######## block 1 ########
block_1/met4.png
The bar under the picture is 100 um long.
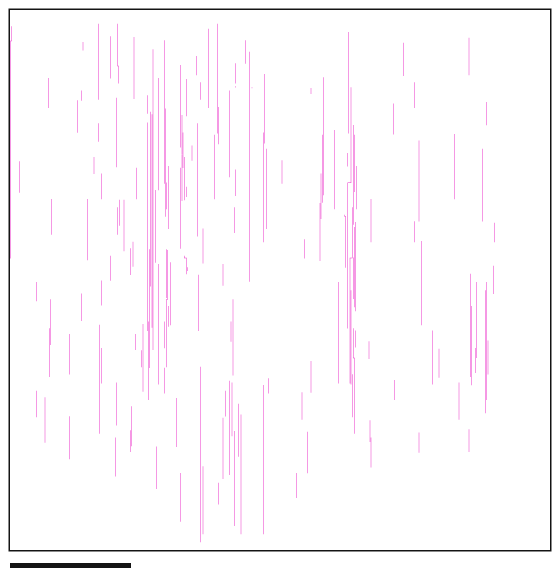
===== src/rtl/data_mem_responder_pkg.sv =====
// Shared definitions for the data-memory responder.
//   state_e   : responder FSM states (IDLE / BUSY / DONE), 2-bit encoding
//   WORD_OFF  : byte-to-word shift for 32-bit words
//   clog2()   : index/counter width helper (never returns less than 1)
//   OP_LW/SW  : main-decoder opcodes that drive Mem_r / Mem_w
package data_mem_responder_pkg;

  typedef enum logic [1:0] {
    ST_IDLE = 2'd0,
    ST_BUSY = 2'd1,
    ST_DONE = 2'd2
  } state_e;

  localparam int WORD_OFF = 2;

  localparam logic [5:0] OP_LW = 6'h23;
  localparam logic [5:0] OP_SW = 6'h2b;

  // Clamped to 1 so a DEPTH or counter range of 1 still yields a legal vector.
  function automatic int clog2(input int value);
    int r;
    r = 0;
    for (int i = 0; i < 31; i++) begin
      if ((1 << i) < value) r = i + 1;
    end
    if (r == 0) r = 1;
    return r;
  endfunction

endpackage


===== src/rtl/data_mem_responder_array.sv =====
// Synchronous single-port word array for the data-memory responder.
//   clk, rst : clock, async active-high reset (read register only)
//   we, re   : write / read enable, sampled on the rising edge
//   idx      : word index
//   wdata    : store data
//   rdata    : registered read data, holds until the next read
module data_mem_array #(
  parameter int DATA_W = 32,
  parameter int DEPTH  = 64,
  parameter int IDX_W  = 6
) (
  input  logic              clk,
  input  logic              rst,
  input  logic              we,
  input  logic              re,
  input  logic [IDX_W-1:0]  idx,
  input  logic [DATA_W-1:0] wdata,
  output logic [DATA_W-1:0] rdata
);

  // Storage is deliberately not reset; contents are undefined until written.
  logic [DATA_W-1:0] mem_q [DEPTH];
  logic [DATA_W-1:0] rdata_d, rdata_q;

  always_ff @(posedge clk) begin
    if (we) mem_q[idx] <= wdata;
  end

  always_comb begin
    rdata_d = rdata_q;
    if (re) rdata_d = mem_q[idx];
  end

  always_ff @(posedge clk or posedge rst) begin
    if (rst) rdata_q <= '0;
    else     rdata_q <= rdata_d;
  end

  assign rdata = rdata_q;

endmodule


===== src/rtl/data_mem_responder.sv =====
// Responder for the Mem_r / Mem_w load-store interface.
//   clk, rst   : clock, async active-high reset
//   Mem_r/w    : load / store request levels, held while Stall = 1
//   Addr       : byte address (must be word aligned and inside the array)
//   Write_data : store data
//   Read_data  : registered load result, holds until the next completed load
//   Stall      : pipeline hold (combinational in the acceptance cycle)
//   Done       : one-cycle completion pulse
//   Addr_err   : one-cycle pulse, cycle after a rejected request
//
// state | meaning
// IDLE  | waiting; a valid request is latched and accepted this cycle
// BUSY  | counting latency; array access commits when counter == LATENCY
// DONE  | Done pulse, Read_data valid, pipeline released
module data_mem_responder
  import data_mem_responder_pkg::*;
#(
  parameter int DATA_W  = 32,
  parameter int DEPTH   = 64,
  parameter int LATENCY = 2
) (
  input  logic              clk,
  input  logic              rst,
  input  logic              Mem_r,
  input  logic              Mem_w,
  input  logic [31:0]       Addr,
  input  logic [DATA_W-1:0] Write_data,
  output logic [DATA_W-1:0] Read_data,
  output logic              Stall,
  output logic              Done,
  output logic              Addr_err
);

  localparam int IDX_W = clog2(DEPTH);
  localparam int CNT_W = clog2(LATENCY + 1);
  localparam logic [CNT_W-1:0] LAT_C = CNT_W'(LATENCY);

  state_e            state_d, state_q;
  logic [CNT_W-1:0]  cnt_d, cnt_q;
  logic              op_w_d, op_w_q;
  logic [IDX_W-1:0]  idx_d, idx_q;
  logic [DATA_W-1:0] wdata_d, wdata_q;
  logic              addr_err_d, addr_err_q;

  logic req, aligned, in_range, valid, commit, stall, done;

  assign req      = Mem_r | Mem_w;
  assign aligned  = (Addr[WORD_OFF-1:0] == '0);
  // Full-width compare so high address bits can never alias into the array.
  assign in_range = ({{WORD_OFF{1'b0}}, Addr[31:WORD_OFF]} < 32'(DEPTH));
  assign valid    = req & aligned & in_range & ~(Mem_r & Mem_w);
  assign commit   = (state_q == ST_BUSY) && (cnt_q == LAT_C);

  always_comb begin
    state_d    = state_q;
    cnt_d      = cnt_q;
    op_w_d     = op_w_q;
    idx_d      = idx_q;
    wdata_d    = wdata_q;
    addr_err_d = 1'b0;
    stall      = 1'b0;
    done       = 1'b0;
    case (state_q)
      ST_IDLE: begin
        if (req) begin
          if (valid) begin
            op_w_d  = Mem_w;
            idx_d   = Addr[WORD_OFF +: IDX_W];
            wdata_d = Write_data;
            cnt_d   = CNT_W'(1);
            stall   = 1'b1;
            state_d = ST_BUSY;
          end else begin
            addr_err_d = 1'b1;
          end
        end
      end
      ST_BUSY: begin
        stall = 1'b1;
        if (cnt_q == LAT_C) begin
          cnt_d   = '0;
          state_d = ST_DONE;
        end else begin
          cnt_d = cnt_q + CNT_W'(1);
        end
      end
      ST_DONE: begin
        // Any request still visible here belongs to the finishing access.
        done    = 1'b1;
        state_d = ST_IDLE;
      end
      default: state_d = ST_IDLE;
    endcase
  end

  always_ff @(posedge clk or posedge rst) begin
    if (rst) begin
      state_q    <= ST_IDLE;
      cnt_q      <= '0;
      op_w_q     <= 1'b0;
      idx_q      <= '0;
      wdata_q    <= '0;
      addr_err_q <= 1'b0;
    end else begin
      state_q    <= state_d;
      cnt_q      <= cnt_d;
      op_w_q     <= op_w_d;
      idx_q      <= idx_d;
      wdata_q    <= wdata_d;
      addr_err_q <= addr_err_d;
    end
  end

  data_mem_array #(
    .DATA_W (DATA_W),
    .DEPTH  (DEPTH),
    .IDX_W  (IDX_W)
  ) u_array (
    .clk   (clk),
    .rst   (rst),
    .we    (commit & op_w_q),
    .re    (commit & ~op_w_q),
    .idx   (idx_q),
    .wdata (wdata_q),
    .rdata (Read_data)
  );

  // Acceptance stall is combinational on the request, so mask it while in reset.
  assign Stall    = stall & ~rst;
  assign Done     = done;
  assign Addr_err = addr_err_q;

endmodule

===== config.mk =====
export PLATFORM = sky130hd
export DESIGN_NAME = data_mem_responder
export DESIGN_NICKNAME = d
export VERILOG_FILES = /design/src/rtl/data_mem_responder_pkg.sv /design/src/rtl/data_mem_responder_array.sv /design/src/rtl/data_mem_responder.sv
export SDC_FILE = /design/constraint.sdc
export NUM_CORES = 2
export LEC_CHECK = 0
export ABC_AREA = 1
export CELL_PAD_IN_SITES_DETAIL_PLACEMENT = 0
export CELL_PAD_IN_SITES_GLOBAL_PLACEMENT = 1
export CORE_MARGIN = 3
export CORE_UTILIZATION = 46
export CTS_BUF_LIST = sky130_fd_sc_hd__clkbuf_16
export DETAILED_ROUTE_END_ITERATION = 7
export GPL_ROUTABILITY_DRIVEN = 0
export PLACE_DENSITY = 0.77
export SLEW_MARGIN = 40
export SYNTH_ARGS = -nofsm -noshare
export SYNTH_HDL_FRONTEND = slang
export SYNTH_SLANG_ARGS = --single-unit

===== constraint.sdc =====
create_clock -name clk -period 2.9 [get_ports clk]
set_clock_uncertainty 0.05 [all_clocks]
set_input_delay 0.435 -clock clk [delete_from_list [all_inputs] [get_ports clk]]
set_output_delay 0.435 -clock clk [all_outputs]
set_load 0.01 [all_outputs]

==> run summary <==
CP max stage delay: 560 ps
Unrepaired setup endpoints after global routing: false
N_diodes: 4
Vias: 57824
CTS tree: built
IO Count: 103
Post-DP HPWL: 143000 um
Fin util: 53.9%
Net count after synthesis: 8263
Capture point of the worst path: Stall
Pwr top: sequential cells
Seq pwr share: 55.0%
Row Count: 161
Filler cells: 16111
Antenna violations before repair: 8
Drt wl/cell: 21.7 um
Outcome: complete, no violations
Notes on block_1/met4.png above:
longest straight run: 248 um
wire length on this layer: 8130 um

kinds of logic (layout without fill, tap and decap cells):
| kind of cell | Yosys count | in the layout | share of synthesized area [%] |
|---|---|---|---|
| DFF | 2124 | 2124 | 71.1 |
| other | 0 | 4 | 0 |
| AOI/OAI and AO/OA | 555 | 555 | 3.90 |
| and+or+nand+nor | 3676 | 3676 | 16.9 |
| buffers and inverters | 1840 | 2329 | 8.16 |
flip-flops by register name, indices dropped and copies added (netlist names):
register       flops
op_w_q             1
u_array.mem_q   2048
Addr_err           1
state_q            2
wdata_q           32
idx_q              6
u_array.rdata     32
cnt_q              2
metal layers:
layer / part of all wire [%] / track usage [%]
met1: 42 / 32.9
met5: 0.0053 / 0.0733
met4: 3.3 / 8.38
met3: 7.0 / 3.85
met2: 48 / 40.1
metrics by stage:
stage	instance area (um^2)	setup slack [ps]	hold slack, ps
after detailed placement	96900	172	487
after global routing	104000	27.8	70.1
after CTS	104000	64.6	34.7
final	104000	136	100
after global placement	96900	127	449
after floorplan	89200	-246	433
critical path, delay by kind of cell (launching register included):
kind / cells / cell delay, ps
buffers and inverters: 3 / 810
DFF: 1 / 400
AOI/OAI and AO/OA: 1 / 170
and+or+nand+nor: 1 / 70

######## block 2 ########
block_2/metal_stack.png
Only two layers are drawn.
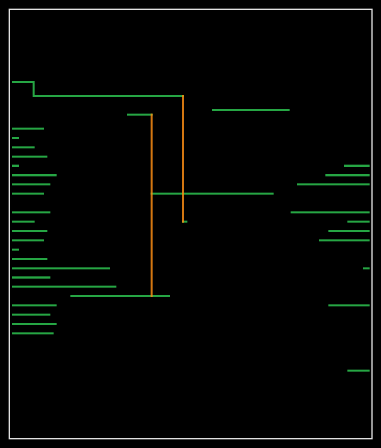
block_2/gate_families.png
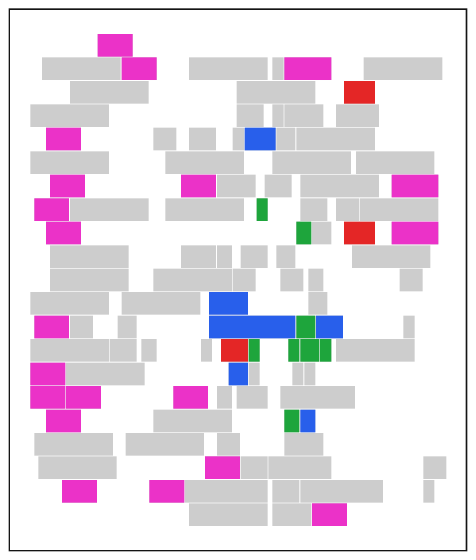
===== src/rtl/ram_fifo_ctrl.sv =====
// ram_fifo_ctrl: 8-deep first-word-fall-through FIFO built on the
// single-port synchronous RAM ram_single (one port, 1-cycle read).
//
// Ports
//   clk, rst        : clock (rising edge), async active-high reset
//   wr_valid/ready  : producer handshake, wr_data is the word
//   rd_valid/ready  : consumer handshake, rd_data is the head word
//   count           : words held in RAM (output register excluded)
//   full, empty     : count==depth / nothing stored anywhere
//   err             : sticky write-while-full flag
//   addm,cs_n,we_n  : RAM address and active-low controls
//   din, ram_dout   : RAM write data / RAM read data
//
// Build option: define RAM_FIFO_ERR_EN to build the err flag;
// otherwise err is tied low.

module ram_fifo_ctrl #(
   parameter int DATA_W = 8,
   parameter int ADDR_W = 3
) (
   input  logic              clk,
   input  logic              rst,
   input  logic              wr_valid,
   input  logic [DATA_W-1:0] wr_data,
   output logic              wr_ready,
   output logic              rd_valid,
   output logic [DATA_W-1:0] rd_data,
   input  logic              rd_ready,
   output logic [ADDR_W:0]   count,
   output logic              full,
   output logic              empty,
   output logic              err,
   output logic [ADDR_W-1:0] addm,
   output logic              cs_n,
   output logic              we_n,
   output logic [DATA_W-1:0] din,
   input  logic [DATA_W-1:0] ram_dout
);

   localparam logic [ADDR_W:0] DEPTH = {1'b1, {ADDR_W{1'b0}}};

   typedef enum logic {
      S_IDLE  = 1'b0,
      S_FETCH = 1'b1
   } state_t;

   state_t              state_q;
   state_t              state_d;

   logic [ADDR_W-1:0]   wr_ptr_q;
   logic [ADDR_W-1:0]   wr_ptr_d;
   logic [ADDR_W-1:0]   rd_ptr_q;
   logic [ADDR_W-1:0]   rd_ptr_d;
   logic [ADDR_W:0]     count_q;
   logic [ADDR_W:0]     count_d;
   logic                rd_valid_q;
   logic                rd_valid_d;
   logic [DATA_W-1:0]   rd_data_q;
   logic [DATA_W-1:0]   rd_data_d;
   logic [ADDR_W-1:0]   addm_q;
   logic [ADDR_W-1:0]   addm_d;
   logic [DATA_W-1:0]   din_q;
   logic [DATA_W-1:0]   din_d;

   logic                fetch_go;
   logic                wr_go;

   // A prefetch may start only when the output register is free or
   // being emptied this cycle; it always wins the RAM port.
   assign fetch_go = !rst
                     && (state_q == S_IDLE)
                     && (count_q != '0)
                     && (!rd_valid_q || rd_ready);

   assign wr_ready = !rst
                     && (count_q != DEPTH)
                     && !fetch_go;

   assign wr_go = wr_valid && wr_ready;

   // ---------------- FSM: state register ----------------
   always_ff @(posedge clk or posedge rst) begin
      if (rst) begin
         state_q <= S_IDLE;
      end else begin
         state_q <= state_d;
      end
   end

   // ---------------- FSM: next state ----------------
   always_comb begin
      state_d = state_q;
      unique case (state_q)
         S_IDLE: begin
            if (fetch_go) begin
               state_d = S_FETCH;
            end
         end
         S_FETCH: begin
            state_d = S_IDLE;
         end
         default: begin
            state_d = S_IDLE;
         end
      endcase
   end

   // ---------------- FSM: outputs / RAM port ----------------
   // The port is idle unless a fetch or write is issued; address
   // and write data then keep whatever was last driven.
   always_comb begin
      cs_n   = 1'b1;
      we_n   = 1'b1;
      addm_d = addm_q;
      din_d  = din_q;
      if (fetch_go) begin
         cs_n   = 1'b0;
         addm_d = rd_ptr_q;
      end else if (wr_go) begin
         cs_n   = 1'b0;
         we_n   = 1'b0;
         addm_d = wr_ptr_q;
         din_d  = wr_data;
      end
   end

   assign addm = addm_d;
   assign din  = din_d;

   // ---------------- pointers and occupancy ----------------
   always_comb begin
      wr_ptr_d = wr_ptr_q;
      rd_ptr_d = rd_ptr_q;
      count_d  = count_q;
      if (wr_go) begin
         wr_ptr_d = wr_ptr_q + 1'b1;
         count_d  = count_q + 1'b1;
      end else if (fetch_go) begin
         rd_ptr_d = rd_ptr_q + 1'b1;
         count_d  = count_q - 1'b1;
      end
   end

   // ---------------- output register ----------------
   // The RAM word is valid during FETCH; a load beats a consume.
   always_comb begin
      rd_valid_d = rd_valid_q;
      rd_data_d  = rd_data_q;
      if (state_q == S_FETCH) begin
         rd_valid_d = 1'b1;
         rd_data_d  = ram_dout;
      end else if (rd_valid_q && rd_ready) begin
         rd_valid_d = 1'b0;
      end
   end

   always_ff @(posedge clk or posedge rst) begin
      if (rst) begin
         wr_ptr_q   <= '0;
         rd_ptr_q   <= '0;
         count_q    <= '0;
         rd_valid_q <= 1'b0;
         rd_data_q  <= '0;
         addm_q     <= '0;
         din_q      <= '0;
      end else begin
         wr_ptr_q   <= wr_ptr_d;
         rd_ptr_q   <= rd_ptr_d;
         count_q    <= count_d;
         rd_valid_q <= rd_valid_d;
         rd_data_q  <= rd_data_d;
         addm_q     <= addm_d;
         din_q      <= din_d;
      end
   end

   assign rd_valid = rd_valid_q;
   assign rd_data  = rd_data_q;
   assign count    = count_q;
   assign full     = (count_q == DEPTH);

   // A word in flight during FETCH still counts as stored.
   assign empty = (count_q == '0)
                  && (state_q != S_FETCH)
                  && !rd_valid_q;

   // ---------------- error flag ----------------
`ifdef RAM_FIFO_ERR_EN
   logic err_q;
   logic err_d;

   assign err_d = err_q || (wr_valid && full);

   always_ff @(posedge clk or posedge rst) begin
      if (rst) begin
         err_q <= 1'b0;
      end else begin
         err_q <= err_d;
      end
   end

   assign err = err_q;
`else
   assign err = 1'b0;
`endif

endmodule


===== config.mk =====
export PLATFORM = sky130hd
export DESIGN_NAME = ram_fifo_ctrl
export DESIGN_NICKNAME = d
export VERILOG_FILES = /design/src/rtl/ram_fifo_ctrl.sv
export SDC_FILE = /design/constraint.sdc
export NUM_CORES = 1
export LEC_CHECK = 0
export CORE_ASPECT_RATIO = 1.2
export CORE_MARGIN = 2
export CORE_UTILIZATION = 50
export CTS_CLUSTER_DIAMETER = 60
export DETAILED_ROUTE_END_ITERATION = 10
export DONT_BUFFER_PORTS = 1
export GPL_ROUTABILITY_DRIVEN = 0
export GPL_TIMING_DRIVEN = 0
export HOLD_SLACK_MARGIN = 0.1
export PLACE_DENSITY = 0.68
export SYNTH_ARGS = -nofsm -noshare
export SYNTH_HDL_FRONTEND = slang
export SYNTH_SLANG_ARGS = --single-unit

===== constraint.sdc =====
create_clock -name clk -period 3.2 [get_ports clk]
set_input_delay 0.96 -clock clk [delete_from_list [all_inputs] [get_ports clk]]
set_output_delay 0.96 -clock clk [all_outputs]
set_load 0.005 [all_outputs]

==> run summary <==
Grt ovf: 0
Final Non-Filler Cells: 145
Reg clk slew, reported paths: 90 ps
CP max stage delay: 480 ps
Row Count: 21
Main flop type: dfrtp_1
Clock Path Buffers: 2
Crit Reg-Reg Endpoint: count[3]
HP Start: rd_ptr_q[2]
Logic area: 592 um^2
CP cell instances: nor3_2 -> o31a_1 -> and2_4 -> buf_6 -> mux2_2
WP data arrival: 2100 ps
Outcome: complete, no violations
Worst Setup SP: count[2]
Hold WC Path Type: flip-flop to flip-flop
F_max: 0.326 GHz
Postcts setup bufs: 0
Clock Sinks: 31
About block_2/metal_stack.png:
legend:
  orange:
    layer: met4
    wire_length: 44.9 um
  green:
    layer: met3
    wire_length: 240 um

About block_2/gate_families.png:
legend:
  blue:
    family: inverting AOI/OAI gates
    cells: 6
  magenta:
    family: multiplexers
    cells: 20
    where: spread over the die
  red:
    family: AND-OR and OR-AND gates
    cells: 3
  green:
    family: NAND gates
    cells: 8

## sequential cells by signal, summed over array words and instances (netlist names)
signal and cells:
wr_ptr_q 3, rd_data 8, count 4, din_q 8, addm_q 3, rd_ptr_q 3
state_q 1, rd_valid 1
## power breakdown
part           internal, uW  total (uW)  switching, uW
clock                   102         226            125
sequential              592         746            155
combinational           293         546            253
## per-layer routing
metal	vias up	routed length (um)	global-route usage, %
li1	372	-	-
met1	405	999	21.1
met2	40	1140	26.6
met3	5	239	7.18
met4	0	44	7.69
met5	-	0	0
## layout make-up
class | instances | area share [%]
tap | 34 | 2.77
buffer | 3 | 1.46
clock buffer | 6 | 3.34
multi-input combinational | 60 | 38.5
timing repair buffer | 1 | 0.488
clock inverter | 1 | 0.325
timing repair inverter | 1 | 0.325
inverter | 8 | 2.20
sequential | 31 | 50.6
## logic make-up (layout without fill, tap and decap cells)
family	count (synthesis)	count (layout)	share of synthesized area, %
simple gates	19	19	8.32
mux	20	20	16.5
fa+ha+maj	5	5	4.90
other cells	1	1	0.262
buf+inv	12	20	5.08
xor+xnor	6	6	3.68
compound gates	9	9	6.92
flops	31	31	54.3

######## block 3 ########
block_3/metal_stack.png
Only two layers are drawn.
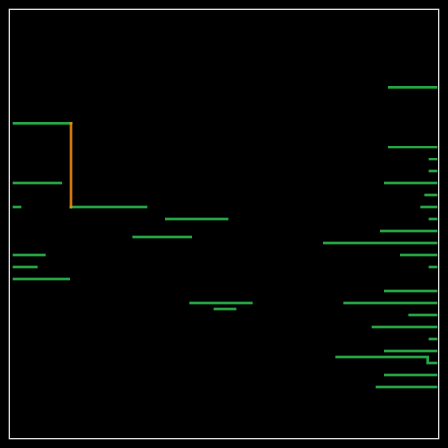
block_3/drive_strength.png
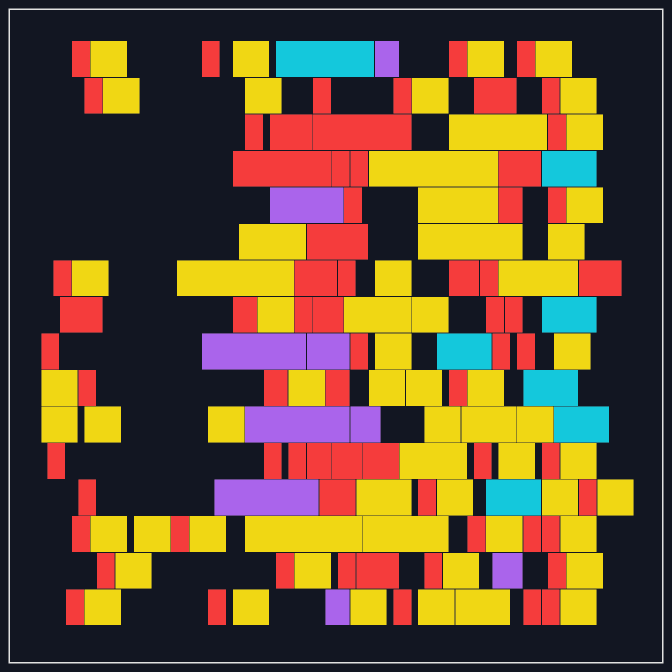
block_3/pins.png
The bar under the picture is 10 um long. Pins as bars across the die edge, other pins in gray.
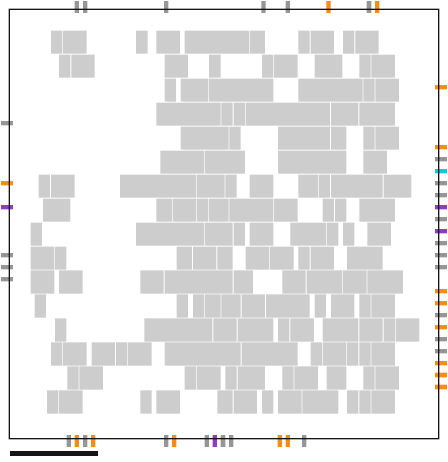
`src/rtl/pipe_ctrl_pkg.sv`:
```
// Shared encodings for the pipeline sequencing controller: FSM states,
// stage bit positions in the enable/clear vectors, and drain length.
package pipe_ctrl_pkg;

    typedef enum logic [1:0] {
        ST_RUN    = 2'd0,
        ST_DRAIN  = 2'd1,
        ST_HALTED = 2'd2
    } state_t;

    localparam int NSTAGE = 4;
    localparam int IFID   = 0;
    localparam int IDEX   = 1;
    localparam int EXMEM  = 2;
    localparam int MEMWB  = 3;

    // HLT sits in ID when decoded; it needs three more edges to leave WB.
    localparam int         DRAIN_CYCLES = 3;
    localparam logic [1:0] DRAIN_LOAD   = 2'(DRAIN_CYCLES - 1);

    function automatic logic [NSTAGE-1:0] stage_bit(input int idx);
        return 4'(1) << idx;
    endfunction

endpackage

```
`src/rtl/mem_stall_timer.sv`:
```
// Freeze timer for multi-cycle memory accesses: holds freeze for MEM_LAT-1
// cycles from the first mem_req, then one release cycle that ignores mem_req.
module mem_stall_timer #(
    parameter int MEM_LAT = 4
) (
    input  logic clk,
    input  logic rst,
    input  logic arm,
    input  logic mem_req,
    output logic freeze
);

    localparam int            CW   = (MEM_LAT > 2) ? $clog2(MEM_LAT) : 1;
    localparam logic [CW-1:0] LOAD = (MEM_LAT > 2) ? CW'(MEM_LAT - 2) : '0;

    // rem counts freeze cycles still owed after the current one.
    logic [CW-1:0] rem;
    logic          rel_q;
    logic          trigger;

    assign trigger = (MEM_LAT > 1) && arm && mem_req && (rem == '0) && !rel_q;
    assign freeze  = trigger || (rem != '0);

    always_ff @(posedge clk) begin
        if (rst) begin
            rem   <= '0;
            rel_q <= 1'b0;
        end else if (trigger) begin
            rem   <= LOAD;
            rel_q <= (LOAD == '0);
        end else if (rem != '0) begin
            rem   <= rem - 1'b1;
            rel_q <= (rem == CW'(1));
        end else begin
            rel_q <= 1'b0;
        end
    end

endmodule

```
`src/rtl/pipe_ctrl.sv`:
```
// Pipeline register sequencing: merges memory freeze, mispredict flush,
// load-use stall and HLT drain into per-stage enables/clears (combinational).
// Optional statistics counters under PIPE_CTRL_STATS_EN.
module pipe_ctrl
    import pipe_ctrl_pkg::*;
#(
    parameter int MEM_LAT = 4,
    parameter int CNT_W   = 16
) (
    input  logic              clk,
    input  logic              rst,
    input  logic              load_use,
    input  logic              mispredict,
    input  logic              mem_req,
    input  logic              halt_req,
    output logic              pc_ena,
    output logic [NSTAGE-1:0] stage_ena,
    output logic [NSTAGE-1:0] stage_clrn,
    output logic              halted,
    output logic [CNT_W-1:0]  stall_cnt,
    output logic [CNT_W-1:0]  flush_cnt
);

    state_t     state_q, state_d;
    logic [1:0] drain_q, drain_d;
    logic       freeze;
    logic       arm;

    assign arm = (state_q != ST_HALTED);

    mem_stall_timer #(.MEM_LAT(MEM_LAT)) u_timer (
        .clk     (clk),
        .rst     (rst),
        .arm     (arm),
        .mem_req (mem_req),
        .freeze  (freeze)
    );

    always_comb begin
        state_d    = state_q;
        drain_d    = drain_q;
        pc_ena     = 1'b0;
        stage_ena  = '0;
        stage_clrn = '0;
        halted     = 1'b0;
        if (rst) begin
            state_d = ST_RUN;
            drain_d = '0;
        end else if (state_q == ST_HALTED) begin
            stage_clrn = '1;
            halted     = 1'b1;
        end else begin
            pc_ena     = 1'b1;
            stage_ena  = '1;
            stage_clrn = '1;
            if (freeze) begin
                // Hold everything up to MEM; push a bubble into WB.
                pc_ena     = 1'b0;
                stage_ena  = stage_bit(MEMWB);
                stage_clrn = ~stage_bit(MEMWB);
            end else if (state_q == ST_DRAIN) begin
                pc_ena           = 1'b0;
                stage_clrn[IFID] = 1'b0;
                if (drain_q == '0) begin
                    state_d = ST_HALTED;
                end else begin
                    drain_d = drain_q - 1'b1;
                end
            end else if (mispredict) begin
                stage_clrn[IFID] = 1'b0;
                stage_clrn[IDEX] = 1'b0;
            end else if (halt_req) begin
                // HLT does not read registers, so it takes precedence over load-use.
                pc_ena           = 1'b0;
                stage_clrn[IFID] = 1'b0;
                state_d          = ST_DRAIN;
                drain_d          = DRAIN_LOAD;
            end else if (load_use) begin
                pc_ena           = 1'b0;
                stage_ena[IFID]  = 1'b0;
                stage_clrn[IDEX] = 1'b0;
            end
        end
    end

    always_ff @(posedge clk) begin
        if (rst) begin
            state_q <= ST_RUN;
            drain_q <= '0;
        end else begin
            state_q <= state_d;
            drain_q <= drain_d;
        end
    end

`ifdef PIPE_CTRL_STATS_EN
    logic [CNT_W-1:0] stall_q, flush_q;
    logic             flush;

    assign flush = !rst && (state_q == ST_RUN) && !freeze && mispredict;

    always_ff @(posedge clk) begin
        if (rst) begin
            stall_q <= '0;
            flush_q <= '0;
        end else begin
            if (!pc_ena && (state_q != ST_HALTED) && (stall_q != '1)) begin
                stall_q <= stall_q + 1'b1;
            end
            if (flush && (flush_q != '1)) begin
                flush_q <= flush_q + 1'b1;
            end
        end
    end

    assign stall_cnt = stall_q;
    assign flush_cnt = flush_q;
`else
    assign stall_cnt = '0;
    assign flush_cnt = '0;
`endif

endmodule

```
`config.mk`:
```
export PLATFORM = sky130hd
export DESIGN_NAME = pipe_ctrl
export DESIGN_NICKNAME = d
export VERILOG_FILES = /design/src/rtl/pipe_ctrl_pkg.sv /design/src/rtl/mem_stall_timer.sv /design/src/rtl/pipe_ctrl.sv
export SDC_FILE = /design/constraint.sdc
export NUM_CORES = 1
export LEC_CHECK = 0
export CAP_MARGIN = 20
export CORE_MARGIN = 2
export CORE_UTILIZATION = 34
export CTS_CLUSTER_DIAMETER = 200
export CTS_CLUSTER_SIZE = 28
export DETAILED_ROUTE_END_ITERATION = 10
export GPL_TIMING_DRIVEN = 0
export PLACE_DENSITY = 0.79
export SYNTH_ARGS = -nofsm -noshare
export SYNTH_HDL_FRONTEND = slang
export SYNTH_SLANG_ARGS = --single-unit
```
`constraint.sdc`:
```
create_clock -name clk -period 1.4 [get_ports clk]
set_input_delay 0.28 -clock clk [delete_from_list [all_inputs] [get_ports clk]]
set_output_delay 0.28 -clock clk [all_outputs]
set_load 0.02 [all_outputs]
```
==> run summary <==
Synthesized registers: 7
Synth top area share: 36.7%
CLK BUF: 4
DP Cell Count: 160
Logic share of the area: 40.8%
CP max FO: 6
Maximum vdd ir drop: 0.000393 V
Final setup fails: 7
Register share after synthesis: 20.8%
DRT Pass-1 Iters: 4
Fin util: 61.1%
Failing checks: setup timing
Post-DP HPWL: 1230 um
Outcome: finished with violations
R2R setup slack: 70 ps
Setup WS post-layout: -207 ps
Largest logic family: buffers and inverters
Vias: 643
Postcts setup bufs: 7
Notes on block_3/metal_stack.png above:
legend:
  green:
    layer: met3
    wire_length: 157 um
  orange:
    layer: met4
    wire_length: 9.50 um

Notes on block_3/drive_strength.png above:
legend:
  yellow:
    size: drive 3 to 4
    cells: 60
    share: 41%
    most_used: buf_4
  purple:
    size: drive 2
    cells: 9
    share: 6.2%
    most_used: dfxtp_2
  cyan:
    size: drive 6 and up
    cells: 7
    share: 4.8%
    most_used: buf_6
  red:
    size: drive 1 or less
    cells: 69
    share: 48%
    most_used: conb_1

Notes on block_3/pins.png above:
legend:
  cyan:
    port: `pc_ena`
    pins: 1
    direction: output
    edge: right
  purple:
    port: `stage_clrn`
    pins: 4
    direction: output
    edge: 2 right, 1 left, 1 bottom
  orange:
    port: `flush_cnt`
    pins: 16
    direction: output
    edge: 8 right, 5 bottom, 2 top, 1 left

==> where the power goes <==
| part | switching (uW) | total (uW) | internal, uW | leakage [uW] |
|---|---|---|---|---|
| registers | 11.1 | 222 | 211 | 0.0000598 |
| clock network | 70.7 | 179 | 109 | 0.0000150 |
| logic | 225 | 417 | 192 | 0.000537 |
==> per-stage QoR <==
stage	hold slack (ps)	worst slack [ps]
2_1_floorplan	452	-28.8
3_3_place_gp	457	-916
3_5_place_dp	479	-977
4_1_cts	321	-157
5_1_grt	343	-244
6_report	322	-207
==> worst paths after layout <==
check                 start        endpoint
min                     rst      drain_q[1]
max           u_timer.rel_q   stage_clrn[1]
min reg2reg  u_timer.rem[0]  u_timer.rem[0]
max reg2reg      state_q[0]      drain_q[1]
==> placed cells by master, fill, tap and decap left out, drive strengths merged, types with 3 or more instances in the layout <==
cell type,synthesis,final
dfxtp,7,7
a21oi,4,4
inv,5,5
conb,1,32
clkbuf,2,6
dlygate4sd2,0,5
nor4,3,3
nor2,13,13
buf,33,50
==> layer usage <==
layer  track usage [%]  share of wire [%]
met1              12.4                 33
met3              3.40                9.9
met5                 0                  0
met2              26.4                 56
met4              8.57               0.57


==> notes/layouts.md <==
Pictures saved along the way, in no particular order.

Track usage over the die.
panel A
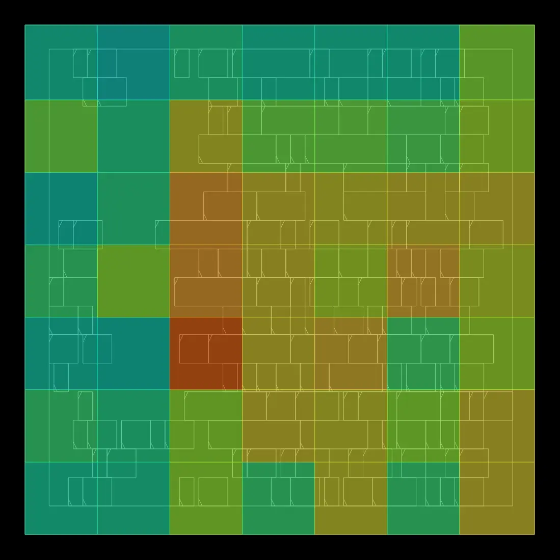
panel B
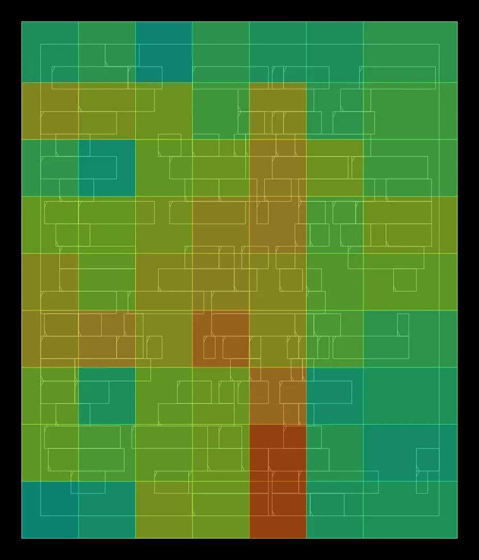
panel C
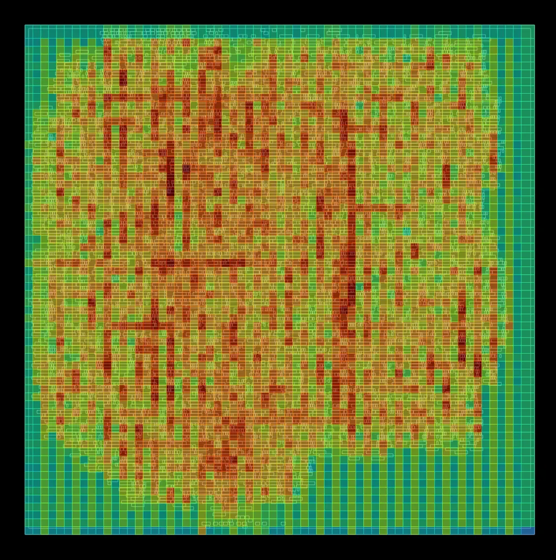
The one with the least wire per cell is panel A.
The one with the most wire per cell is panel C.
panel C: block 1
panel A: block 3
panel B: block 2

Power is estimated from default activity; no workload was simulated.
